######## instr_fetch_unit ########
instr_fetch_unit/metal_density.png
Scale bar: 20 µm. The die is cut into 16 by 16 equal tiles; dark blue is low, red is high, scaled to the fullest tile. Values are wire area over tile area, all layers added.
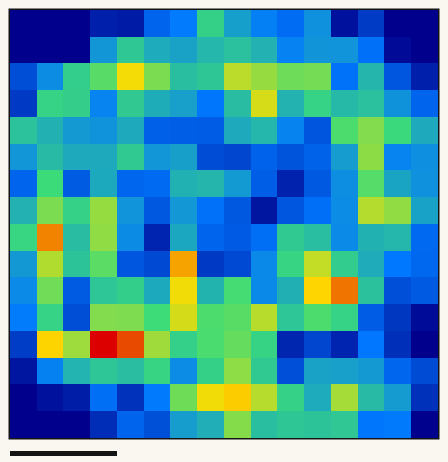

### src/rtl/instr_fetch_unit_pkg.sv
// instr_fetch_unit_pkg: fetch FSM states, PC op codes shared with the program counter, NOP default.
package instr_fetch_unit_pkg;
  typedef enum logic [1:0] {
    IDLE  = 2'd0,
    FETCH = 2'd1,
    VALID = 2'd2
  } state_t;
  localparam logic [1:0] PC_HOLD   = 2'b00;
  localparam logic [1:0] PC_INC1   = 2'b01;
  localparam logic [1:0] PC_INC2   = 2'b10;
  localparam logic [1:0] PC_OFFSET = 2'b11;
  localparam logic [15:0] NOP_INSTR_DEFAULT = 16'h0000;
endpackage

### src/rtl/instr_fetch_unit.sv
// instr_fetch_unit: fetch stage FSM; handshakes with instruction memory, steers the PC, squashes on redirect.
module instr_fetch_unit
  import instr_fetch_unit_pkg::*;
#(
  parameter int DATA_WIDTH = 16,
  parameter logic [DATA_WIDTH-1:0] NOP_INSTR = NOP_INSTR_DEFAULT
) (
  input  logic                  clk,
  input  logic                  reset_n,
  input  logic [DATA_WIDTH-1:0] pc_value,
  output logic                  pc_enable,
  output logic [1:0]            pc_op,
  output logic [DATA_WIDTH-1:0] pc_offset,
  output logic                  imem_req,
  output logic [DATA_WIDTH-1:0] imem_addr,
  input  logic [DATA_WIDTH-1:0] imem_rdata,
  input  logic                  imem_ready,
  input  logic                  branch_taken,
  input  logic [DATA_WIDTH-1:0] branch_offset,
  input  logic                  decode_ready,
  output logic                  instr_valid,
  output logic [DATA_WIDTH-1:0] instr_out,
  output logic [DATA_WIDTH-1:0] instr_pc
);
  state_t state_q;
  logic discard_q;
  logic redirect, fetch_ok;
  logic [DATA_WIDTH-1:0] addr_issue;
  assign redirect  = reset_n & branch_taken;
  assign fetch_ok  = reset_n & (state_q == FETCH) & imem_req & imem_ready & ~discard_q & ~branch_taken;
  assign pc_enable = redirect | fetch_ok;
  assign pc_op     = redirect ? PC_OFFSET : fetch_ok ? PC_INC1 : PC_HOLD;
  assign pc_offset = redirect ? branch_offset : '0;
  // A redirect moves the PC on this edge, so the new request is deferred a cycle to latch the target.
  assign addr_issue = branch_taken ? imem_addr : pc_value;
  always_ff @(posedge clk or negedge reset_n) begin
    if (!reset_n) begin
      state_q     <= IDLE;
      imem_req    <= 1'b0;
      imem_addr   <= '0;
      instr_valid <= 1'b0;
      instr_out   <= NOP_INSTR;
      instr_pc    <= '0;
      discard_q   <= 1'b0;
    end else begin
      case (state_q)
        IDLE: begin
          state_q   <= FETCH;
          imem_req  <= ~branch_taken;
          imem_addr <= addr_issue;
        end
        FETCH: begin
          if (!imem_req) begin
            imem_req  <= ~branch_taken;
            imem_addr <= addr_issue;
          end else if (imem_ready && (discard_q || branch_taken)) begin
            discard_q <= 1'b0;
            imem_req  <= ~branch_taken;
            imem_addr <= addr_issue;
          end else if (imem_ready) begin
            instr_out   <= imem_rdata;
            instr_pc    <= imem_addr;
            instr_valid <= 1'b1;
            imem_req    <= 1'b0;
            state_q     <= VALID;
          end else if (branch_taken) begin
            discard_q <= 1'b1;
          end
        end
        VALID: begin
          if (branch_taken || decode_ready) begin
            instr_valid <= 1'b0;
            instr_out   <= NOP_INSTR;
            state_q     <= FETCH;
            imem_req    <= ~branch_taken;
            imem_addr   <= addr_issue;
          end
        end
        default: state_q <= IDLE;
      endcase
    end
  end
endmodule

### config.mk
export PLATFORM = sky130hd
export DESIGN_NAME = instr_fetch_unit
export DESIGN_NICKNAME = d
export VERILOG_FILES = /design/src/rtl/instr_fetch_unit_pkg.sv /design/src/rtl/instr_fetch_unit.sv
export SDC_FILE = /design/constraint.sdc
export NUM_CORES = 1
export LEC_CHECK = 0
export ABC_AREA = 1
export CAP_MARGIN = 20
export CORE_MARGIN = 1
export CORE_UTILIZATION = 40
export CTS_CLUSTER_SIZE = 14
export DETAILED_ROUTE_END_ITERATION = 10
export PLACE_DENSITY = 0.79
export RECOVER_POWER = 50
export SLEW_MARGIN = 20
export SYNTH_ARGS = -nofsm -noshare
export SYNTH_HDL_FRONTEND = slang
export SYNTH_SLANG_ARGS = --single-unit
### constraint.sdc
create_clock -name clk -period 1.9 [get_ports clk]
set_clock_uncertainty 0.15 [all_clocks]
set_input_delay 0.38 -clock clk [delete_from_list [all_inputs] [get_ports clk]]
set_output_delay 0.38 -clock clk [all_outputs]
set_load 0.01 [all_outputs]
######## lc3_decode_hs ########
==> src/rtl/lc3_pkg.sv <==
// lc3_pkg -- shared definitions for the LC-3 decode stage.
// Contents: opcode values, control-field encodings, E_Control bit offsets,
// the decoded-control bundle type and a helper that packs E_Control.
package lc3_pkg;

    localparam logic [3:0] OP_BR   = 4'b0000;
    localparam logic [3:0] OP_ADD  = 4'b0001;
    localparam logic [3:0] OP_LD   = 4'b0010;
    localparam logic [3:0] OP_ST   = 4'b0011;
    localparam logic [3:0] OP_JSR  = 4'b0100;
    localparam logic [3:0] OP_AND  = 4'b0101;
    localparam logic [3:0] OP_LDR  = 4'b0110;
    localparam logic [3:0] OP_STR  = 4'b0111;
    localparam logic [3:0] OP_RTI  = 4'b1000;
    localparam logic [3:0] OP_NOT  = 4'b1001;
    localparam logic [3:0] OP_LDI  = 4'b1010;
    localparam logic [3:0] OP_STI  = 4'b1011;
    localparam logic [3:0] OP_JMP  = 4'b1100;
    localparam logic [3:0] OP_RES  = 4'b1101;
    localparam logic [3:0] OP_LEA  = 4'b1110;
    localparam logic [3:0] OP_TRAP = 4'b1111;

    // alu_control
    localparam logic [1:0] ALU_ADD = 2'd0;
    localparam logic [1:0] ALU_AND = 2'd1;
    localparam logic [1:0] ALU_NOT = 2'd2;

    // pcselect1: source of the address offset
    localparam logic [1:0] PC1_NONE  = 2'd0;
    localparam logic [1:0] PC1_OFF9  = 2'd1;
    localparam logic [1:0] PC1_OFF6  = 2'd2;
    localparam logic [1:0] PC1_BASER = 2'd3;

    // W_Control: writeback source
    localparam logic [1:0] WB_ALU   = 2'd0;
    localparam logic [1:0] WB_MEM   = 2'd1;
    localparam logic [1:0] WB_PCOFF = 2'd2;

    // E_Control = {alu_control[1:0], pcselect1[1:0], pcselect2, op2select}
    localparam int E_ALU_LSB = 4;
    localparam int E_PC1_LSB = 2;
    localparam int E_PC2_BIT = 1;
    localparam int E_OP2_BIT = 0;

    typedef struct packed {
        logic [5:0] e;
        logic [1:0] w;
        logic       m;
        logic       illegal;
    } dec_ctl_t;

    function automatic logic [5:0] pack_e(input logic [1:0] alu,
                                          input logic [1:0] pc1,
                                          input logic       pc2,
                                          input logic       op2);
        logic [5:0] e;
        e = '0;
        e[E_ALU_LSB +: 2] = alu;
        e[E_PC1_LSB +: 2] = pc1;
        e[E_PC2_BIT]      = pc2;
        e[E_OP2_BIT]      = op2;
        return e;
    endfunction

endpackage

==> src/rtl/lc3_decode_lut.sv <==
// lc3_decode_lut -- purely combinational LC-3 opcode decoder.
// Ports:
//   i_instr : 16-bit instruction word
//   o_ctl   : decoded control bundle (E/W/M controls and illegal flag)
module lc3_decode_lut
    import lc3_pkg::*;
(
    input  logic [15:0] i_instr,
    output dec_ctl_t    o_ctl
);

    logic [3:0] w_op;
    logic       w_op2_imm;
    logic       w_unused_bits;

    assign w_op          = i_instr[15:12];
    // op2select picks the register operand when the immediate flag is clear
    assign w_op2_imm     = ~i_instr[5];
    assign w_unused_bits = ^{i_instr[11:6], i_instr[4:0]};

    always_comb begin
        o_ctl = '0;
        case (w_op)
            OP_BR:  o_ctl.e = pack_e(ALU_ADD, PC1_OFF9, 1'b1, 1'b0);
            OP_JMP: o_ctl.e = pack_e(ALU_ADD, PC1_BASER, 1'b0, 1'b0);
            OP_ADD: begin
                o_ctl.e = pack_e(ALU_ADD, PC1_NONE, 1'b0, w_op2_imm);
                o_ctl.w = WB_ALU;
            end
            OP_AND: begin
                o_ctl.e = pack_e(ALU_AND, PC1_NONE, 1'b0, w_op2_imm);
                o_ctl.w = WB_ALU;
            end
            OP_NOT: begin
                o_ctl.e = pack_e(ALU_NOT, PC1_NONE, 1'b0, w_op2_imm);
                o_ctl.w = WB_ALU;
            end
            OP_LD: begin
                o_ctl.e = pack_e(ALU_ADD, PC1_OFF9, 1'b1, 1'b0);
                o_ctl.w = WB_MEM;
            end
            OP_LDI: begin
                o_ctl.e = pack_e(ALU_ADD, PC1_OFF9, 1'b1, 1'b0);
                o_ctl.w = WB_MEM;
                o_ctl.m = 1'b1;
            end
            OP_LDR: begin
                o_ctl.e = pack_e(ALU_ADD, PC1_OFF6, 1'b0, 1'b0);
                o_ctl.w = WB_MEM;
            end
            OP_LEA: begin
                o_ctl.e = pack_e(ALU_ADD, PC1_OFF9, 1'b1, 1'b0);
                o_ctl.w = WB_PCOFF;
            end
            OP_ST:  o_ctl.e = pack_e(ALU_ADD, PC1_OFF9, 1'b1, 1'b0);
            OP_STI: begin
                o_ctl.e = pack_e(ALU_ADD, PC1_OFF9, 1'b1, 1'b0);
                o_ctl.m = 1'b1;
            end
            OP_STR: o_ctl.e = pack_e(ALU_ADD, PC1_OFF6, 1'b0, 1'b0);
            default: o_ctl.illegal = 1'b1;  // JSR, RTI, reserved, TRAP
        endcase
    end

endmodule

==> src/rtl/lc3_decode_hs.sv <==
// lc3_decode_hs -- LC-3 decode stage with valid/ready on both sides.
// A main output slot plus an optional skid slot keeps in_ready registered
// (no combinational path from out_ready).
// Ports:
//   i_clock, i_reset (sync, active-high), i_flush
//   i_in_valid / o_in_ready / i_dout / i_npc_in      : fetch side
//   o_out_valid / i_out_ready                         : execute side
//   o_ir, o_npc_out, o_e_control, o_w_control, o_mem_control,
//   o_sr1, o_sr2, o_dr, o_illegal                     : decoded bundle
//   o_decode_count                                    : saturating accept count
module lc3_decode_hs
    import lc3_pkg::*;
#(
    parameter int PC_W    = 16,
    parameter int IR_W    = 16,
    parameter int CNT_W   = 16,
    parameter int SKID_EN = 1
) (
    input  logic             i_clock,
    input  logic             i_reset,
    input  logic             i_flush,
    input  logic             i_in_valid,
    output logic             o_in_ready,
    input  logic [IR_W-1:0]  i_dout,
    input  logic [PC_W-1:0]  i_npc_in,
    output logic             o_out_valid,
    input  logic             i_out_ready,
    output logic [IR_W-1:0]  o_ir,
    output logic [PC_W-1:0]  o_npc_out,
    output logic [5:0]       o_e_control,
    output logic [1:0]       o_w_control,
    output logic             o_mem_control,
    output logic [2:0]       o_sr1,
    output logic [2:0]       o_sr2,
    output logic [2:0]       o_dr,
    output logic             o_illegal,
    output logic [CNT_W-1:0] o_decode_count
);

    generate
        if (IR_W != 16) begin : g_ir_w_check
            $error("lc3_decode_hs: IR_W must be 16");
        end
    endgenerate

    dec_ctl_t         w_ctl;

    logic             r_m_valid;
    logic [IR_W-1:0]  r_m_ir;
    logic [PC_W-1:0]  r_m_npc;
    dec_ctl_t         r_m_ctl;

    logic             r_s_valid;
    logic [IR_W-1:0]  r_s_ir;
    logic [PC_W-1:0]  r_s_npc;
    dec_ctl_t         r_s_ctl;

    logic             r_in_ready;
    logic [CNT_W-1:0] r_cnt;

    logic             w_in_ready;
    logic             w_accept;
    logic             w_drain;
    logic             w_m_valid_nxt;
    logic             w_s_valid_nxt;
    logic             w_m_load_in;
    logic             w_m_load_skid;
    logic             w_s_load;
    logic             w_cnt_inc;

    lc3_decode_lut u_lut (
        .i_instr (i_dout),
        .o_ctl   (w_ctl)
    );

    assign w_in_ready = (SKID_EN != 0) ? r_in_ready : (i_out_ready | ~r_m_valid);
    assign w_accept   = i_in_valid & w_in_ready;
    assign w_drain    = r_m_valid & i_out_ready;
    assign w_cnt_inc  = w_accept & ~i_flush;

    always_comb begin
        w_m_valid_nxt = r_m_valid;
        w_s_valid_nxt = r_s_valid;
        w_m_load_in   = 1'b0;
        w_m_load_skid = 1'b0;
        w_s_load      = 1'b0;
        if (i_flush) begin
            w_m_valid_nxt = 1'b0;
            w_s_valid_nxt = 1'b0;
        end else if (r_s_valid) begin
            // in_ready is low while the skid slot is full, so no accept here
            if (w_drain) begin
                w_m_load_skid = 1'b1;
                w_s_valid_nxt = 1'b0;
            end
        end else if (w_accept) begin
            if (!r_m_valid || w_drain) begin
                w_m_load_in   = 1'b1;
                w_m_valid_nxt = 1'b1;
            end else if (SKID_EN != 0) begin
                w_s_load      = 1'b1;
                w_s_valid_nxt = 1'b1;
            end
        end else if (w_drain) begin
            w_m_valid_nxt = 1'b0;
        end
    end

    always_ff @(posedge i_clock) begin
        if (i_reset) begin
            r_m_valid  <= 1'b0;
            r_m_ir     <= '0;
            r_m_npc    <= '0;
            r_m_ctl    <= '0;
            r_s_valid  <= 1'b0;
            r_s_ir     <= '0;
            r_s_npc    <= '0;
            r_s_ctl    <= '0;
            r_in_ready <= 1'b0;
            r_cnt      <= '0;
        end else begin
            r_m_valid  <= w_m_valid_nxt;
            r_s_valid  <= w_s_valid_nxt;
            r_in_ready <= ~w_s_valid_nxt;
            if (w_m_load_in) begin
                r_m_ir  <= i_dout;
                r_m_npc <= i_npc_in;
                r_m_ctl <= w_ctl;
            end else if (w_m_load_skid) begin
                r_m_ir  <= r_s_ir;
                r_m_npc <= r_s_npc;
                r_m_ctl <= r_s_ctl;
            end
            if (w_s_load) begin
                r_s_ir  <= i_dout;
                r_s_npc <= i_npc_in;
                r_s_ctl <= w_ctl;
            end
            if (w_cnt_inc && (r_cnt != '1)) begin
                r_cnt <= r_cnt + {{(CNT_W-1){1'b0}}, 1'b1};
            end
        end
    end

    assign o_in_ready     = w_in_ready;
    assign o_out_valid    = r_m_valid;
    assign o_ir           = r_m_ir;
    assign o_npc_out      = r_m_npc;
    assign o_e_control    = r_m_ctl.e;
    assign o_w_control    = r_m_ctl.w;
    assign o_mem_control  = r_m_ctl.m;
    assign o_illegal      = r_m_ctl.illegal;
    assign o_sr1          = r_m_ir[8:6];
    assign o_sr2          = r_m_ir[2:0];
    assign o_dr           = r_m_ir[11:9];
    assign o_decode_count = r_cnt;

endmodule

==> config.mk <==
export PLATFORM = sky130hd
export DESIGN_NAME = lc3_decode_hs
export DESIGN_NICKNAME = d
export VERILOG_FILES = /design/src/rtl/lc3_pkg.sv /design/src/rtl/lc3_decode_lut.sv /design/src/rtl/lc3_decode_hs.sv
export SDC_FILE = /design/constraint.sdc
export NUM_CORES = 1
export LEC_CHECK = 0
export CORE_ASPECT_RATIO = 0.8
export CORE_MARGIN = 5
export CORE_UTILIZATION = 25
export DETAILED_ROUTE_END_ITERATION = 7
export HOLD_SLACK_MARGIN = 0.05
export MAX_ROUTING_LAYER = met4
export PLACE_DENSITY = 0.51
export SLEW_MARGIN = 10
export SYNTH_ARGS = -nofsm -noshare
export SYNTH_HDL_FRONTEND = slang
export SYNTH_HIERARCHICAL = 1
export SYNTH_SLANG_ARGS = --single-unit
==> constraint.sdc <==
create_clock -name i_clock -period 2.3 [get_ports i_clock]
set_input_delay 0.345 -clock i_clock [delete_from_list [all_inputs] [get_ports i_clock]]
set_output_delay 0.345 -clock i_clock [all_outputs]
set_load 0.01 [all_outputs]
######## reward_scan ########
==> src/rtl/reward_pkg.sv <==
// Shared definitions for the reward scanner.
// Holds the scan FSM state type, the number of words per neighbour-table entry,
// the not-found reward pattern and the saturating-add helper.
// Build option: REWARD_SCAN_ENERGY_EN adds a fourth residual_energy word per entry.
package reward_pkg;

    typedef enum logic [2:0] {
        StIdle,
        StRdCnt,
        StCapCnt,
        StRdW,
        StCapW,
        StEval,
        StDone
    } scan_state_e;

`ifdef REWARD_SCAN_ENERGY_EN
    localparam int unsigned WPE = 4;
`else
    localparam int unsigned WPE = 3;
`endif

    // Word index within an entry never exceeds 3.
    localparam int unsigned WORD_IDX_W = 2;

    // Top WORD_WIDTH bits of this give the most-negative value at any width.
    localparam logic [63:0] NOT_FOUND_MSB = 64'h8000_0000_0000_0000;

    // Adds two terms and clamps the result symmetrically to [-lim, lim].
    function automatic int sat_add(input int a, input int b, input int lim);
        int s;
        s = a + b;
        if (s > lim) begin
            return lim;
        end
        if (s < -lim) begin
            return -lim;
        end
        return s;
    endfunction

endpackage

==> src/rtl/reward_calc.sv <==
// Combinational reward arithmetic for a located table entry.
// Ports: action/besthop select the best-hop bonus, cluster_id/my_cluster_id the
// cluster bonus, hop_count is subtracted; reward is the saturated signed result.
// With REWARD_SCAN_ENERGY_EN an energy input contributes energy>>4.
module reward_calc
    import reward_pkg::*;
#(
    parameter int unsigned WORD_WIDTH    = 16,
    parameter int          BEST_BONUS    = 100,
    parameter int          CLUSTER_BONUS = 50
) (
    input  logic [WORD_WIDTH-1:0] action,
    input  logic [WORD_WIDTH-1:0] besthop,
    input  logic [WORD_WIDTH-1:0] cluster_id,
    input  logic [WORD_WIDTH-1:0] my_cluster_id,
    input  logic [WORD_WIDTH-1:0] hop_count,
`ifdef REWARD_SCAN_ENERGY_EN
    input  logic [WORD_WIDTH-1:0] energy,
`endif
    output logic [WORD_WIDTH-1:0] reward
);

    localparam int unsigned SW  = WORD_WIDTH + 2;
    // Symmetric limit keeps the most-negative code free for "not found".
    localparam int          LIM = int'((64'd1 << (WORD_WIDTH - 1)) - 64'd1);

    logic signed [SW-1:0] bonus;
    logic signed [SW-1:0] penalty;
    int                   sum_sat;

    always_comb begin
        bonus = '0;
        if (action == besthop) begin
            bonus = bonus + SW'(BEST_BONUS);
        end
        if (cluster_id == my_cluster_id) begin
            bonus = bonus + SW'(CLUSTER_BONUS);
        end
`ifdef REWARD_SCAN_ENERGY_EN
        bonus = bonus + SW'({4'b0000, energy[WORD_WIDTH-1:4]});
`endif
        penalty = SW'(hop_count);
        sum_sat = sat_add(int'(bonus), -int'(penalty), LIM);
        reward  = sum_sat[WORD_WIDTH-1:0];
    end

endmodule

==> src/rtl/reward_scan.sv <==
// Neighbour-table scanner: reads a count word then WPE-word entries from a
// one-cycle-latency memory, looks for the entry whose node_id equals the latched
// action and reports a saturated signed reward.
// Ports: clock, reset (sync, active-high); start/action/besthop/my_cluster_id
// request; mem_addr/mem_data memory read port; busy, done (1-cycle pulse),
// found, reward results.
// Build option: REWARD_SCAN_ENERGY_EN (4-word entries with residual energy).
module reward_scan
    import reward_pkg::*;
#(
    parameter int unsigned WORD_WIDTH    = 16,
    parameter int unsigned ADDR_WIDTH    = 16,
    parameter int unsigned MAX_NEIGHBORS = 8,
    parameter int unsigned TABLE_BASE    = 0,
    parameter int          BEST_BONUS    = 100,
    parameter int          CLUSTER_BONUS = 50
) (
    input  logic                  clock,
    input  logic                  reset,
    input  logic                  start,
    input  logic [WORD_WIDTH-1:0] action,
    input  logic [WORD_WIDTH-1:0] besthop,
    input  logic [WORD_WIDTH-1:0] my_cluster_id,
    output logic [ADDR_WIDTH-1:0] mem_addr,
    input  logic [WORD_WIDTH-1:0] mem_data,
    output logic                  busy,
    output logic                  done,
    output logic                  found,
    output logic [WORD_WIDTH-1:0] reward
);

    localparam int unsigned CW = $clog2(MAX_NEIGHBORS + 1);
    localparam logic [WORD_WIDTH-1:0] NOT_FOUND = NOT_FOUND_MSB[63 -: WORD_WIDTH];

    scan_state_e state_q, state_d;
    logic [WORD_WIDTH-1:0] action_q, action_d, besthop_q, besthop_d, mycl_q, mycl_d;
    logic [WORD_WIDTH-1:0] node_q, node_d, clus_q, clus_d, hop_q, hop_d;
    logic [CW-1:0]         count_q, count_d, entry_q, entry_d, cnt_clamp;
    logic [WORD_IDX_W-1:0] word_q, word_d;
    logic [ADDR_WIDTH-1:0] addr_q, addr_d;
    logic                  hit_q, hit_d, found_q, found_d;
    logic [WORD_WIDTH-1:0] reward_q, reward_d, calc_reward;
`ifdef REWARD_SCAN_ENERGY_EN
    logic [WORD_WIDTH-1:0] energy_q, energy_d;
`endif

    reward_calc #(
        .WORD_WIDTH   (WORD_WIDTH),
        .BEST_BONUS   (BEST_BONUS),
        .CLUSTER_BONUS(CLUSTER_BONUS)
    ) u_calc (
        .action       (action_q),
        .besthop      (besthop_q),
        .cluster_id   (clus_q),
        .my_cluster_id(mycl_q),
        .hop_count    (hop_q),
`ifdef REWARD_SCAN_ENERGY_EN
        .energy       (energy_q),
`endif
        .reward       (calc_reward)
    );

    always_comb begin
        if (mem_data > WORD_WIDTH'(MAX_NEIGHBORS)) begin
            cnt_clamp = CW'(MAX_NEIGHBORS);
        end else begin
            cnt_clamp = mem_data[CW-1:0];
        end
    end

    always_comb begin
        state_d   = state_q;
        action_d  = action_q;
        besthop_d = besthop_q;
        mycl_d    = mycl_q;
        node_d    = node_q;
        clus_d    = clus_q;
        hop_d     = hop_q;
        count_d   = count_q;
        entry_d   = entry_q;
        word_d    = word_q;
        addr_d    = addr_q;
        hit_d     = hit_q;
        found_d   = found_q;
        reward_d  = reward_q;
`ifdef REWARD_SCAN_ENERGY_EN
        energy_d  = energy_q;
`endif
        done      = 1'b0;
        busy      = (state_q != StIdle);

        unique case (state_q)
            StIdle: begin
                if (start) begin
                    state_d   = StRdCnt;
                    action_d  = action;
                    besthop_d = besthop;
                    mycl_d    = my_cluster_id;
                    addr_d    = ADDR_WIDTH'(TABLE_BASE);
                    entry_d   = '0;
                    word_d    = '0;
                    hit_d     = 1'b0;
                end
            end
            StRdCnt: state_d = StCapCnt;
            StCapCnt: begin
                count_d = cnt_clamp;
                if (cnt_clamp == '0) begin
                    state_d = StEval;
                end else begin
                    state_d = StRdW;
                    addr_d  = ADDR_WIDTH'(TABLE_BASE + 1);
                end
            end
            StRdW: state_d = StCapW;
            StCapW: begin
                case (word_q)
                    2'd0:    node_d = mem_data;
                    2'd1:    clus_d = mem_data;
                    2'd2:    hop_d  = mem_data;
`ifdef REWARD_SCAN_ENERGY_EN
                    2'd3:    energy_d = mem_data;
`endif
                    default: ;
                endcase
                if (word_q == WORD_IDX_W'(WPE - 1)) begin
                    // node_id was captured on word 0 of this same entry.
                    if (node_q == action_q) begin
                        hit_d   = 1'b1;
                        state_d = StEval;
                    end else if (entry_q == CW'(count_q - 1'b1)) begin
                        state_d = StEval;
                    end else begin
                        entry_d = entry_q + 1'b1;
                        word_d  = '0;
                        addr_d  = addr_q + ADDR_WIDTH'(1);
                        state_d = StRdW;
                    end
                end else begin
                    word_d  = word_q + 1'b1;
                    addr_d  = addr_q + ADDR_WIDTH'(1);
                    state_d = StRdW;
                end
            end
            StEval: begin
                found_d  = hit_q;
                reward_d = hit_q ? calc_reward : NOT_FOUND;
                state_d  = StDone;
            end
            StDone: begin
                done    = 1'b1;
                state_d = StIdle;
            end
            default: state_d = StIdle;
        endcase
    end

    always_ff @(posedge clock) begin
        if (reset) begin
            state_q   <= StIdle;
            action_q  <= '0;
            besthop_q <= '0;
            mycl_q    <= '0;
            node_q    <= '0;
            clus_q    <= '0;
            hop_q     <= '0;
            count_q   <= '0;
            entry_q   <= '0;
            word_q    <= '0;
            addr_q    <= '0;
            hit_q     <= 1'b0;
            found_q   <= 1'b0;
            reward_q  <= '0;
`ifdef REWARD_SCAN_ENERGY_EN
            energy_q  <= '0;
`endif
        end else begin
            state_q   <= state_d;
            action_q  <= action_d;
            besthop_q <= besthop_d;
            mycl_q    <= mycl_d;
            node_q    <= node_d;
            clus_q    <= clus_d;
            hop_q     <= hop_d;
            count_q   <= count_d;
            entry_q   <= entry_d;
            word_q    <= word_d;
            addr_q    <= addr_d;
            hit_q     <= hit_d;
            found_q   <= found_d;
            reward_q  <= reward_d;
`ifdef REWARD_SCAN_ENERGY_EN
            energy_q  <= energy_d;
`endif
        end
    end

    assign mem_addr = addr_q;
    assign found    = found_q;
    assign reward   = reward_q;

endmodule
==> config.mk <==
export PLATFORM = sky130hd
export DESIGN_NAME = reward_scan
export DESIGN_NICKNAME = d
export VERILOG_FILES = /design/src/rtl/reward_pkg.sv /design/src/rtl/reward_calc.sv /design/src/rtl/reward_scan.sv
export SDC_FILE = /design/constraint.sdc
export NUM_CORES = 1
export LEC_CHECK = 0
export CAP_MARGIN = 15
export CORE_ASPECT_RATIO = 0.75
export CORE_MARGIN = 4
export CORE_UTILIZATION = 49
export CTS_CLUSTER_SIZE = 20
export DETAILED_ROUTE_END_ITERATION = 12
export HOLD_SLACK_MARGIN = 0.02
export PLACE_DENSITY = 0.85
export SLEW_MARGIN = 20
export SYNTH_ARGS = -nofsm -noshare
export SYNTH_HDL_FRONTEND = slang
export SYNTH_SLANG_ARGS = --single-unit
==> constraint.sdc <==
create_clock -name clock -period 4.93 [get_ports clock]
set_clock_uncertainty 0.1 [all_clocks]
set_input_delay 0.493 -clock clock [delete_from_list [all_inputs] [get_ports clock]]
set_output_delay 0.493 -clock clock [all_outputs]
set_load 0.05 [all_outputs]

## Gallery

Placement by cell class.
image #1
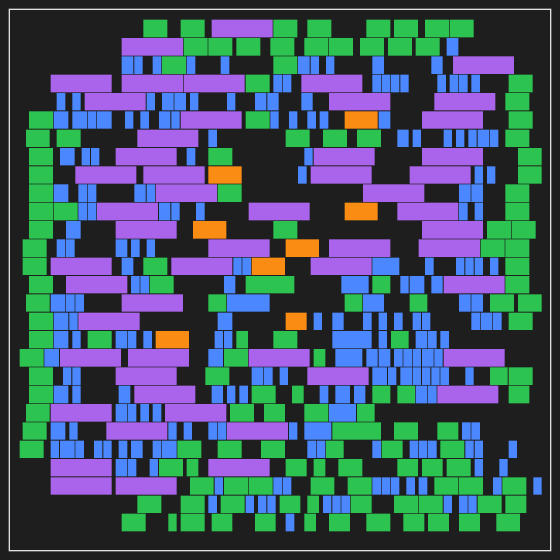
image #2
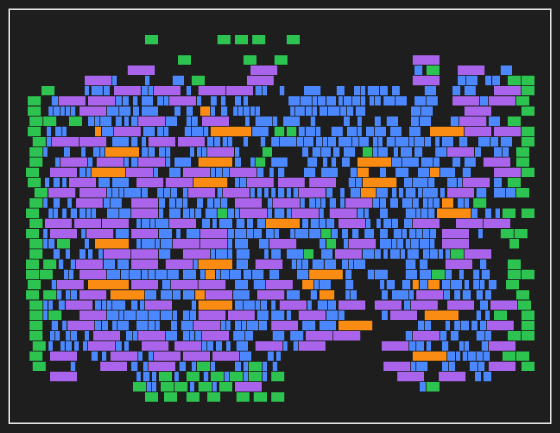
image #3
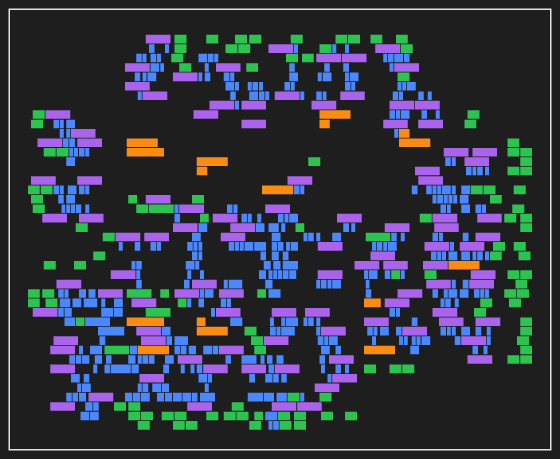
reward_scan: image #2
instr_fetch_unit: image #1
lc3_decode_hs: image #3
The one with the most cells is image #2.

Key to image #1:
combinational and other logic: drawn in blue, cells 221. clock drivers and dummy loads: drawn in orange, cells 8. remaining buffers and delay cells: drawn in green, cells 137. sequential cells: drawn in purple, cells 53.

reward_scan/cell_density.png
Scale bar: 50 µm. The die is cut into 14 by 11 equal tiles; dark blue is low, red is high, 0 to 100% covered.
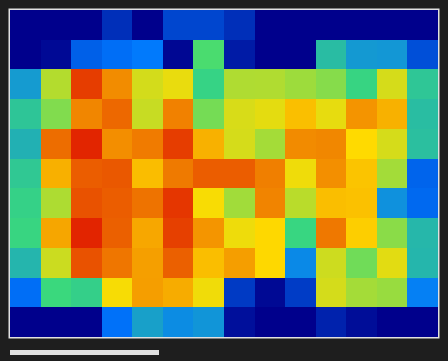
The mean over all tiles is 52%. 15% of the tiles are nearly empty. The fullest tile reaches 96%.

==> results.txt, reward_scan <==
status -> completed
Comb group -> 491 µW
DIE HEIGHT -> 110 µm
root buffer cell -> clkbuf_16
bufs w/o clock -> 110
top cell category -> combinational gates
Tap Cells -> 171
Hold Crit Depth -> 2
clock group power -> 1280 µW
DRT iter0 DRCs -> 535
Int Pwr -> 2150 µW
Die Wd -> 144 µm
combinational gate area -> 0.00366 mm²
Hold Path Class -> reg -> reg
flip-flops with a built-in enable -> 0
wire length per cell -> 16.2 µm
count of buffer and inverter cells on the critical path -> 1
maxcap violations -> 0
main flop type -> dfxtp_1
Top cell area share -> 0.422
GR Overflow Total -> 0
reward_scan: timing repair:
item | in CTS | in global routing
endpoints found under the hold margin | 0 | 0
resized | 0 | 1
setup endpoints to repair | 0 | 13
reward_scan: path summary, 6_finish.rpt:
kind / startpoint / to
min reg2reg: hop_q[6] / hop_q[6]
min: hop_q[6] / hop_q[6]
max reg2reg: action_q[3] / reward[8]
max: action_q[3] / reward[8]
reward_scan: per-stage QoR:
stage	power, µW	worst slack (ns)	instances	hold WS [ns]
2_1_floorplan	1550	0.308	843	0.336
3_3_place_gp	1710	0.394	1074	0.343
3_5_place_dp	1710	0.317	1074	0.350
4_1_cts	2990	0.239	1105	0.358
5_1_grt	3100	0.0242	1105	0.385
6_report	2990	0.289	1105	0.356
reward_scan: cells by family after synthesis:
family,share of synthesized area
AND/OR/NAND/NOR,0.227
XOR/XNOR,0.0930
flip-flops,0.422
buffers and inverters,0.0408
multiplexers,0.0251
AND-OR/OR-AND,0.171
adder cells (fa/ha/maj),0.0203
reward_scan: routing by layer:
layer	routed length, µm	up-vias	global-route usage
met3	1380	36	0.0422
met2	7790	280	0.348
met4	362	0	0.0874
met5	0	-	0
met1	8390	2913	0.332
li1	-	3060	-
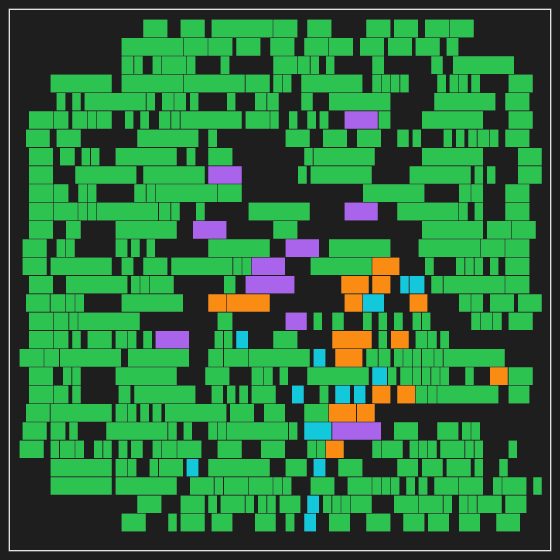
instr_fetch_unit/sizes.png
_3 and _4 cells: drawn in orange, cells 16, share 3.8%. _6 and larger: drawn in purple, cells 10, share 2.4%. _2 cells: drawn in cyan, cells 14, share 3.3%. _0 and _1 cells: drawn in green, cells 379, share 90%.

About instr_fetch_unit/metal_density.png:
5.9% of the tiles are nearly empty. The fullest tile reaches 0.45. 19% of the tiles are over half the peak.

==> results.txt, instr_fetch_unit <==
Setup Buffers After CTS -> 0
DRT antenna net count -> 0
AND-OR/OR-AND Cells, Area Fraction -> 0.0214
main flop type -> dfrtp_1
Max clock buf depth -> 2
CP delay by family, top -> buffers and inverters
number of global-route vias before repair -> 2157
unrepaired setup endpoints after global routing -> no
Top Layout Cells -> nand2_1 (108), clkdlybuf4s50_1 (98), dfrtp_1 (53)
fa+ha+maj area frac -> 0
Yosys warnings -> 0
Yosys chip area -> 0.00245 mm²
Synthesized Nets -> 344
status -> completed
gp weighted congestion -> 0.841
Hold Path Class -> reg -> reg
top cell category -> registers
fmax -> 545 MHz
Pwr Density -> 1340 mW/mm²
## instr_fetch_unit: sequential cells by signal, indices dropped and copies added (netlist names)
signal,cells
imem_addr,16
instr_out,16
instr_pc,16
state_q,2
discard_q,1
imem_req,1
instr_valid,1
## instr_fetch_unit: power by group through the flow
stage	Clock, µW	Sequential (µW)	Combinational, µW
floorplan	0	2150	920
global placement	0	1930	2510
detailed placement	0	1940	2560
CTS	727	1920	2550
global route	773	1970	2770
finish	711	1920	2500
## instr_fetch_unit: metrics by stage
| step | instance area [µm²] | TNS (ns) | instances | utilization |
|---|---|---|---|---|
| floorplan | 2450 | 0 | 291 | - |
| global placement | 3770 | -10.45 | 486 | 0.637 |
| detailed placement | 3770 | -12.27 | 486 | 0.637 |
| CTS | 3840 | 0 | 494 | 0.649 |
| global route | 3830 | 0 | 494 | 0.646 |
| finish | 3830 | 0 | 494 | 0.646 |
## instr_fetch_unit: per-layer routing
metal  vias to the layer above  track usage  routed length [µm]
li1                       1169            -                   -
met1                      1082        0.252                2610
met4                         0       0.0625                  93
met5                         -            0                   0
met3                         8       0.0409                 312
met2                        72        0.356                3230
lc3_decode_hs/congestion.png
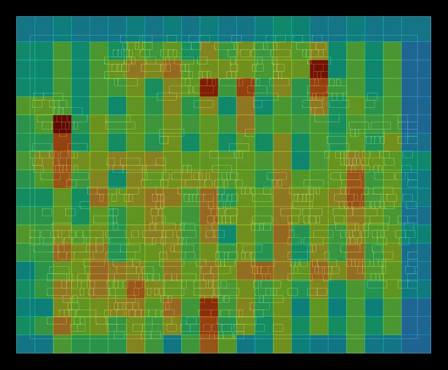
wire length per cell: 14.6 µm
Layout Utilization: 0.350
GR Util met1: 0.163

==> results.txt, lc3_decode_hs <==
comb_multi_in -> 358
XOR-XNOR Cells, Area Fraction -> 0.00206
DPL Wire Length -> 8090 µm
# hold bufs at CTS -> 0
Initial Utilization -> 0.256
Seq pwr share -> 0.479
fa+ha+maj area frac -> 0.00294
Worst-Skew Late Latency -> 0.36 ns
GR Overflow Total -> 0
Worst Setup SP -> o_decode_count[0]
H-tree depth -> 3
Die Size -> 0.0198 mm²
endpoint type of the worst setup path -> register
Worst-path clk slew -> 0.07 ns
minimum clock period -> 1.96 ns
status -> completed
-- lc3_decode_hs: stage by stage --
| step | worst slack (ns) | cells | utilization | hold slack (ns) | cell area [µm²] |
|---|---|---|---|---|---|
| final | 0.342 | 820 | 0.350 | 0.437 | 5840 |
| after global routing | 0.226 | 820 | 0.350 | 0.447 | 5840 |
| after CTS | 0.329 | 820 | 0.350 | 0.420 | 5840 |
| after detailed placement | 0.0963 | 804 | 0.330 | 0.444 | 5510 |
| after global placement | 0.116 | 804 | 0.330 | 0.438 | 5510 |
| after floorplan | 0.493 | 514 | - | 0.424 | 4260 |
-- lc3_decode_hs: critical path, cell delays in order, from the launching register on --
cell,delay (ns)
dfxtp_1,0.42
ha_1,0.24
nand4_2,0.21
or3_4,0.39
or4_1,0.47
a21oi_1,0.15
-- lc3_decode_hs: registers in the layout, indices dropped and copies added, names as in the netlist, 2 cells and up --
signal and flops:
r_s_ir 16, r_s_ctl 10, o_ir 16, o_decode_count 16, r_s_npc 16, o_w_control 2
o_npc_out 16, o_e_control 6
-- lc3_decode_hs: layer usage --
layer,part of all wire,track usage
met5,0,-
met4,0.014,0.0391
met3,0.066,0.0460
met2,0.43,0.179
met1,0.49,0.163

######## mem_arbiter ########
mem_arbiter/sizes.png
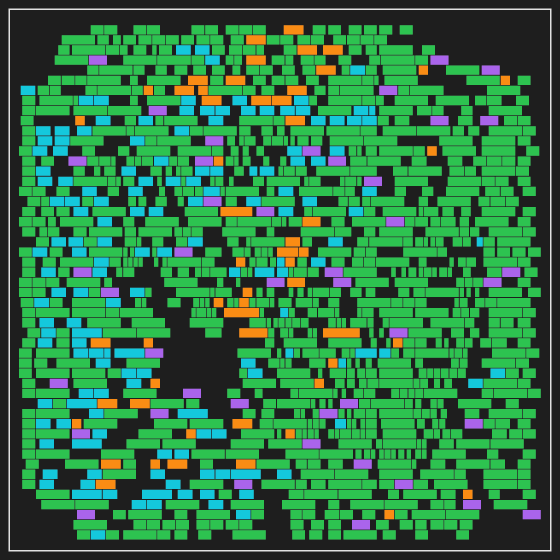
mem_arbiter/placement_by_type.png
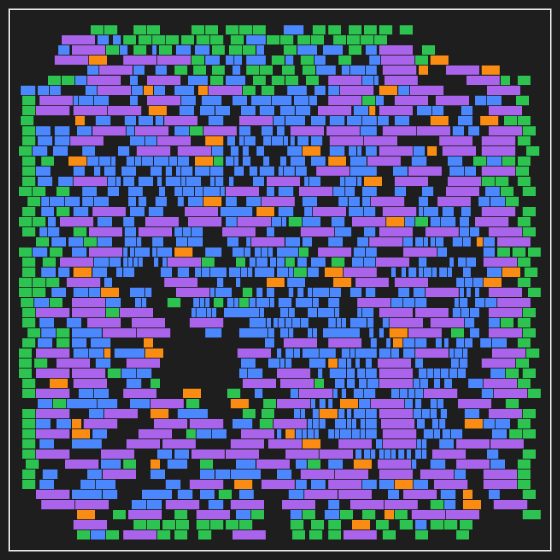
mem_arbiter/congestion.png
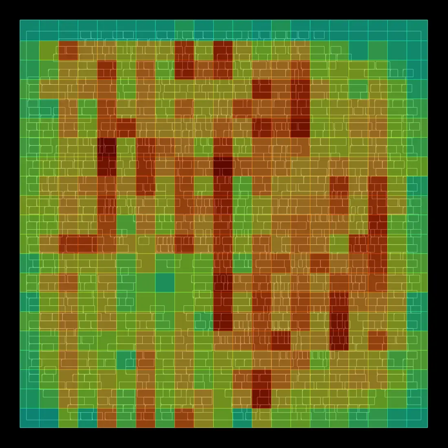
<file path="config.mk">
export PLATFORM = sky130hd
export DESIGN_NAME = mem_arbiter
export DESIGN_NICKNAME = d
export VERILOG_FILES = /design/src/rtl/mem_arbiter_pkg.sv /design/src/rtl/mem_byte_seq.sv /design/src/rtl/mem_arbiter.sv
export SDC_FILE = /design/constraint.sdc
export NUM_CORES = 1
export LEC_CHECK = 0
export CAP_MARGIN = 20
export CORE_MARGIN = 2
export CORE_UTILIZATION = 55
export CTS_BUF_LIST = sky130_fd_sc_hd__clkbuf_4 sky130_fd_sc_hd__clkbuf_8
export DETAILED_ROUTE_END_ITERATION = 8
export PLACE_DENSITY_LB_ADDON = 0.3
export SYNTH_ARGS = -nofsm -noshare
export SYNTH_HDL_FRONTEND = slang
export SYNTH_HIERARCHICAL = 1
export SYNTH_SLANG_ARGS = --single-unit
</file>
<file path="constraint.sdc">
create_clock -name clk_in -period 5.5 [get_ports clk_in]
set_clock_uncertainty 0.1 [all_clocks]
set_input_delay 1.375 -clock clk_in [delete_from_list [all_inputs] [get_ports clk_in]]
set_output_delay 1.375 -clock clk_in [all_outputs]
set_load 0.01 [all_outputs]
</file>
<file path="src/rtl/mem_arbiter_pkg.sv">
// Shared definitions for the unified RAM/IO port arbiter: FSM states, LSB op
// field encoding and default IO addresses.
package mem_arbiter_pkg;

   typedef enum logic [1:0] {
      StIdle   = 2'd0,
      StIfetch = 2'd1,
      StLoad   = 2'd2,
      StStore  = 2'd3
   } arb_state_e;

   // lsb_op[1:0] access size
   typedef enum logic [1:0] {
      LsbByte = 2'b00,
      LsbHalf = 2'b01,
      LsbWord = 2'b10
   } lsb_size_e;

   localparam int unsigned LsbOpStore    = 3;
   localparam int unsigned LsbOpUnsigned = 2;

   localparam logic [31:0] IoAddrDefault  = 32'h0003_0000;
   localparam logic [31:0] IoAddr2Default = 32'h0003_0004;

   function automatic logic [2:0] size_bytes(input lsb_size_e sz);
      case (sz)
         LsbByte: return 3'd1;
         LsbHalf: return 3'd2;
         default: return 3'd4;
      endcase
   endfunction

endpackage

</file>
<file path="src/rtl/mem_byte_seq.sv">
// Byte sequencer for the arbiter: byte counter, address increment, read-byte
// assembly, store-byte select and load extension.
module mem_byte_seq
   import mem_arbiter_pkg::*;
#(
   parameter int unsigned AddrW = 32
) (
   input  logic             clk_i,
   input  logic             rst_ni,
   input  logic             en_i,
   input  logic             start_i,
   input  logic [AddrW-1:0] base_i,
   input  logic [31:0]      wdata_i,
   input  lsb_size_e        size_i,
   input  logic             uns_i,
   input  logic             step_i,
   input  logic [7:0]       mem_din_i,
   output logic [2:0]       cnt_o,
   output logic [2:0]       nbytes_o,
   output logic [AddrW-1:0] nxt_addr_o,
   output logic [7:0]       nxt_byte_o,
   output logic [31:0]      rd_word_o
);

   logic [AddrW-1:0] base_q;
   logic [31:0]      wdata_q;
   logic [31:0]      rbuf_q;
   lsb_size_e        size_q;
   logic             uns_q;
   logic [2:0]       cnt_q;

   logic [1:0]  widx;
   logic [1:0]  ridx;
   logic [31:0] merged;

   // Byte selection and little-endian merge of the byte arriving on mem_din.
   // The byte on mem_din lags the counter by one (RAM read latency).
   always_comb begin
      widx       = cnt_q[1:0] + 2'd1;
      ridx       = cnt_q[1:0] - 2'd1;
      merged     = rbuf_q;
      merged[{ridx, 3'b000} +: 8] = mem_din_i;
      nxt_byte_o = wdata_q[{widx, 3'b000} +: 8];
      nxt_addr_o = base_q + AddrW'(cnt_q) + AddrW'(1);
      nbytes_o   = size_bytes(size_q);
      cnt_o      = cnt_q;
   end

   // Sign/zero extension of the assembled load word.
   always_comb begin
      case (size_q)
         LsbByte: rd_word_o = uns_q ? {24'h0, merged[7:0]} : {{24{merged[7]}}, merged[7:0]};
         LsbHalf: rd_word_o = uns_q ? {16'h0, merged[15:0]} : {{16{merged[15]}}, merged[15:0]};
         default: rd_word_o = merged;
      endcase
   end

   // Transfer context and counter; frozen while en_i is low.
   always_ff @(posedge clk_i or negedge rst_ni) begin
      if (!rst_ni) begin
         base_q  <= '0;
         wdata_q <= '0;
         rbuf_q  <= '0;
         size_q  <= LsbByte;
         uns_q   <= 1'b0;
         cnt_q   <= '0;
      end else if (en_i) begin
         if (start_i) begin
            base_q  <= base_i;
            wdata_q <= wdata_i;
            rbuf_q  <= '0;
            size_q  <= size_i;
            uns_q   <= uns_i;
            cnt_q   <= '0;
         end else if (step_i) begin
            cnt_q <= cnt_q + 3'd1;
            if (cnt_q != 3'd0) rbuf_q <= merged;
         end
      end
   end

endmodule

</file>
<file path="src/rtl/mem_arbiter.sv">
// Arbiter for the byte-wide unified RAM/IO port shared by instruction fetch
// and the LSB. Optional round-robin grant: define MEM_ARB_RR_EN.
module mem_arbiter
   import mem_arbiter_pkg::*;
#(
   parameter int unsigned       ADDR_W   = 32,
   parameter logic [ADDR_W-1:0] IO_ADDR  = ADDR_W'(IoAddrDefault),
   parameter logic [ADDR_W-1:0] IO_ADDR2 = ADDR_W'(IoAddr2Default)
) (
   input  logic              clk_in,
   input  logic              rst_in,
   input  logic              rdy_in,
   input  logic              clear_flag,
   input  logic              io_buffer_full,
   input  logic              if_req,
   input  logic [ADDR_W-1:0] if_addr,
   output logic              if_ready,
   output logic [31:0]       if_data,
   input  logic              lsb_req,
   input  logic [ADDR_W-1:0] lsb_addr,
   input  logic [31:0]       lsb_data,
   input  logic [3:0]        lsb_op,
   output logic              lsb_ready,
   output logic [31:0]       lsb_rdata,
   input  logic [7:0]        mem_din,
   output logic [7:0]        mem_dout,
   output logic [ADDR_W-1:0] mem_a,
   output logic              mem_wr
);

   arb_state_e        state_q, state_d;
   logic              if_ready_q, if_ready_d;
   logic              lsb_ready_q, lsb_ready_d;
   logic [31:0]       if_data_q, if_data_d;
   logic [31:0]       lsb_rdata_q, lsb_rdata_d;
   logic [7:0]        mem_dout_q, mem_dout_d;
   logic [ADDR_W-1:0] mem_a_q, mem_a_d;
   logic              mem_wr_q, mem_wr_d;

   logic              lsb_ok, if_ok, grant_lsb, grant_if;
   logic              seq_start, seq_step;
   logic [2:0]        cnt, nbytes;
   logic [ADDR_W-1:0] nxt_addr, seq_base;
   logic [7:0]        nxt_byte;
   logic [31:0]       rd_word;
   lsb_size_e         seq_size;
   logic              seq_uns;
   logic              rd_done, st_last;

   function automatic logic io_hit(input logic [ADDR_W-1:0] a);
      return (a == IO_ADDR) || (a == IO_ADDR2);
   endfunction

   // A requester still held during its own ready cycle must not be re-accepted.
   assign lsb_ok = lsb_req & ~lsb_ready_q & ~clear_flag;
   assign if_ok  = if_req & ~if_ready_q & ~clear_flag;

`ifdef MEM_ARB_RR_EN
   logic rr_lsb_q, rr_lsb_d;  // 1: LSB wins the next contention

   assign grant_lsb = (lsb_ok & if_ok) ? rr_lsb_q : lsb_ok;
   assign grant_if  = if_ok & ~grant_lsb;

   // Pointer flips to the other requester at every accept.
   always_comb begin
      rr_lsb_d = rr_lsb_q;
      if (state_q == StIdle && (grant_lsb || grant_if)) rr_lsb_d = grant_if;
   end

   // Round-robin pointer register.
   always_ff @(posedge clk_in or negedge rst_in) begin
      if (!rst_in)     rr_lsb_q <= 1'b1;
      else if (rdy_in) rr_lsb_q <= rr_lsb_d;
   end
`else
   assign grant_lsb = lsb_ok;
   assign grant_if  = if_ok & ~lsb_req;
`endif

   assign seq_base = grant_lsb ? lsb_addr : if_addr;
   assign seq_size = grant_lsb ? lsb_size_e'(lsb_op[1:0]) : LsbWord;
   assign seq_uns  = grant_lsb ? lsb_op[LsbOpUnsigned] : 1'b1;
   assign rd_done  = (cnt == nbytes);
   assign st_last  = (cnt == nbytes - 3'd1);

   mem_byte_seq #(
      .AddrW (ADDR_W)
   ) u_seq (
      .clk_i      (clk_in),
      .rst_ni     (rst_in),
      .en_i       (rdy_in),
      .start_i    (seq_start),
      .base_i     (seq_base),
      .wdata_i    (lsb_data),
      .size_i     (seq_size),
      .uns_i      (seq_uns),
      .step_i     (seq_step),
      .mem_din_i  (mem_din),
      .cnt_o      (cnt),
      .nbytes_o   (nbytes),
      .nxt_addr_o (nxt_addr),
      .nxt_byte_o (nxt_byte),
      .rd_word_o  (rd_word)
   );

   // State and registered outputs; everything holds while rdy_in is low.
   always_ff @(posedge clk_in or negedge rst_in) begin
      if (!rst_in) begin
         state_q     <= StIdle;
         if_ready_q  <= 1'b0;
         lsb_ready_q <= 1'b0;
         if_data_q   <= '0;
         lsb_rdata_q <= '0;
         mem_dout_q  <= '0;
         mem_a_q     <= '0;
         mem_wr_q    <= 1'b0;
      end else if (rdy_in) begin
         state_q     <= state_d;
         if_ready_q  <= if_ready_d;
         lsb_ready_q <= lsb_ready_d;
         if_data_q   <= if_data_d;
         lsb_rdata_q <= lsb_rdata_d;
         mem_dout_q  <= mem_dout_d;
         mem_a_q     <= mem_a_d;
         mem_wr_q    <= mem_wr_d;
      end
   end

   // Next-state: accept, read completion/flush, store completion.
   always_comb begin
      state_d = state_q;
      unique case (state_q)
         StIdle: begin
            if (grant_lsb)     state_d = lsb_op[LsbOpStore] ? StStore : StLoad;
            else if (grant_if) state_d = StIfetch;
         end
         StIfetch, StLoad: if (clear_flag || rd_done) state_d = StIdle;
         StStore:          if (mem_wr_q && st_last)   state_d = StIdle;
         default:          state_d = StIdle;
      endcase
   end

   // Output next values and sequencer strobes.
   always_comb begin
      if_ready_d  = 1'b0;
      lsb_ready_d = 1'b0;
      if_data_d   = if_data_q;
      lsb_rdata_d = lsb_rdata_q;
      mem_dout_d  = mem_dout_q;
      mem_a_d     = mem_a_q;
      mem_wr_d    = mem_wr_q;
      seq_start   = 1'b0;
      seq_step    = 1'b0;
      unique case (state_q)
         StIdle: begin
            if (grant_lsb || grant_if) begin
               seq_start = 1'b1;
               mem_a_d   = seq_base;
               mem_wr_d  = 1'b0;
               if (grant_lsb && lsb_op[LsbOpStore]) begin
                  mem_dout_d = lsb_data[7:0];
                  mem_wr_d   = ~(io_hit(lsb_addr) & io_buffer_full);
               end
            end
         end
         StIfetch, StLoad: begin
            if (clear_flag) begin
               mem_a_d  = '0;
               mem_wr_d = 1'b0;
            end else if (rd_done) begin
               mem_a_d = '0;
               if (state_q == StIfetch) begin
                  if_ready_d = 1'b1;
                  if_data_d  = rd_word;
               end else begin
                  lsb_ready_d = 1'b1;
                  lsb_rdata_d = rd_word;
               end
            end else begin
               seq_step = 1'b1;
               if (cnt < nbytes - 3'd1) mem_a_d = nxt_addr;
            end
         end
         StStore: begin
            if (!mem_wr_q) begin
               // Stalled on a full UART buffer: retry the same byte.
               mem_wr_d = ~(io_hit(mem_a_q) & io_buffer_full);
            end else if (st_last) begin
               lsb_ready_d = 1'b1;
               lsb_rdata_d = '0;
               mem_wr_d    = 1'b0;
               mem_a_d     = '0;
            end else begin
               seq_step   = 1'b1;
               mem_a_d    = nxt_addr;
               mem_dout_d = nxt_byte;
               mem_wr_d   = ~(io_hit(nxt_addr) & io_buffer_full);
            end
         end
         default: ;
      endcase
   end

   assign if_ready  = if_ready_q;
   assign lsb_ready = lsb_ready_q;
   assign if_data   = if_data_q;
   assign lsb_rdata = lsb_rdata_q;
   assign mem_dout  = mem_dout_q;
   assign mem_a     = mem_a_q;
   assign mem_wr    = mem_wr_q;

endmodule
</file>
==> results.txt <==
H-tree depth -> 2
critical path startpoint category -> register
Yosys chip area -> 0.0110 mm²
top layer in use -> met4
# hold bufs at CTS -> 0
Total Wirelength -> 28800 µm
Die Size -> 0.0211 mm²
Worst path max stage delay -> 0.67 ns
met1 wire length -> 12100 µm
CP max stage cell -> dfrtp_1
worst hold start -> if_data[12]
Critical Path Sink -> u_seq/rbuf_q[19]
GR peak layer -> met2
Hold Crit Depth -> 1
Synthesized Nets -> 1036
maxcap violations -> 0
gp weighted congestion -> 0.913
Hold Path Class -> reg -> reg
Initial Utilization -> 0.563
number of global-route vias before repair -> 8613
Row Count -> 51
status -> completed
cell with the most instances after synthesis -> dfrtp_1
fmax -> 225 MHz
routed wl met3 -> 1790 µm
Unique masters post-synth -> 64
seq_cells -> 211
Worst Hold Path EP -> if_data[12]
## Picture notes: mem_arbiter/sizes.png
_2 cells: drawn in cyan, cells 151, share 13%. _0 and _1 cells: drawn in green, cells 899, share 78%. _6 and larger: drawn in purple, cells 42, share 3.7%. _3 and _4 cells: drawn in orange, cells 54, share 4.7%.

## Picture notes: mem_arbiter/placement_by_type.png
remaining buffers and delay cells: drawn in green, cells 232. sequential cells: drawn in purple, cells 211. combinational and other logic: drawn in blue, cells 646. clock drivers and dummy loads: drawn in orange, cells 57.

## Picture notes: mem_arbiter/congestion.png
Layout Utilization: 0.718
wire length per cell: 20.4 µm
GR Util met3: 0.0596
GR Util met1: 0.360

-- state kept, by name, indices dropped and copies added (netlist names) --
signal,flops
state_q,2
lsb_ready,1
u_seq/uns_q,1
lsb_rdata,32
u_seq/cnt_o,3
u_seq/base_q,32
if_ready,1
mem_dout,8
mem_wr,1
u_seq/rbuf_q,32
mem_a,32
u_seq/wdata_q,32
u_seq/size_q,2
if_data,32
-- through the flow --
step                      hold slack (ns)   util  cells  power, µW
after detailed placement            0.377  0.684   1354       5810
final                               0.387  0.718   1412       7180
after floorplan                     0.358      -    904       4620
after CTS                           0.391  0.718   1411       7210
after global routing                0.403  0.718   1412       7600
after global placement              0.371  0.684   1354       5700
-- power by group --
part	switching [µW]	leakage [µW]	internal [µW]	total [µW]
logic	1540	0.00305	1690	3240
clock network	592	0.000366	759	1350
registers	486	0.00274	2110	2600
-- kinds of logic after synthesis --
logic type | after synthesis
xor+xnor | 33
flops | 211
compound gates | 190
fa+ha+maj | 17
mux | 186
buf+inv | 92
simple gates | 175


## Gallery

Routed metal per tile.
shot_01.png
Scale bar: 50 µm. The die is cut into 29 by 22 equal tiles; dark blue is low, red is high, scaled to the fullest tile. Values are wire area over tile area, all layers added.
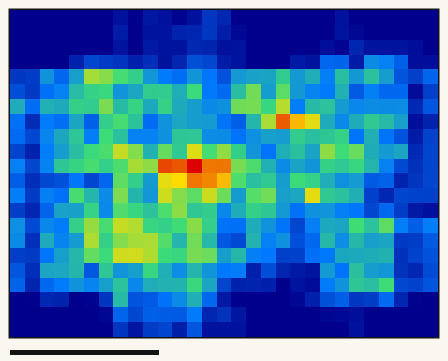
shot_02.png
Scale bar: 50 µm. The die is cut into 31 by 25 equal tiles; dark blue is low, red is high, scaled to the fullest tile. Values are wire area over tile area, all layers added.
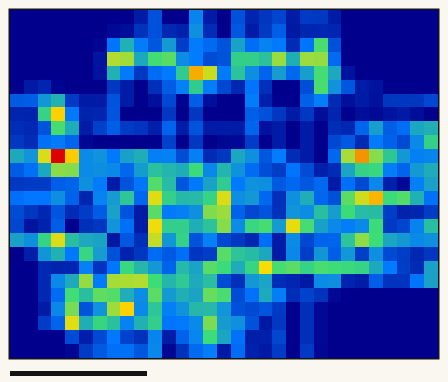
shot_03.png
Scale bar: 50 µm. The die is cut into 29 by 29 equal tiles; dark blue is low, red is high, scaled to the fullest tile. Values are wire area over tile area, all layers added.
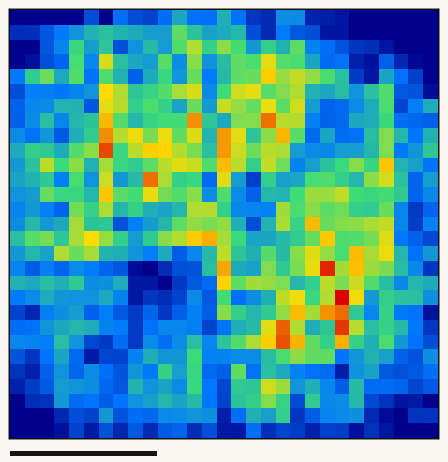
- mem_arbiter = shot_03.png
- lc3_decode_hs = shot_02.png
- reward_scan = shot_01.png
Of these, smallest die: shot_01.png

Key to shot_02.png:
The mean over all tiles is 0.097. The fullest tile reaches 0.48. 24% of the tiles are nearly empty. 8.3% of the tiles are over half the peak.

Power is estimated from default activity; no workload was simulated.
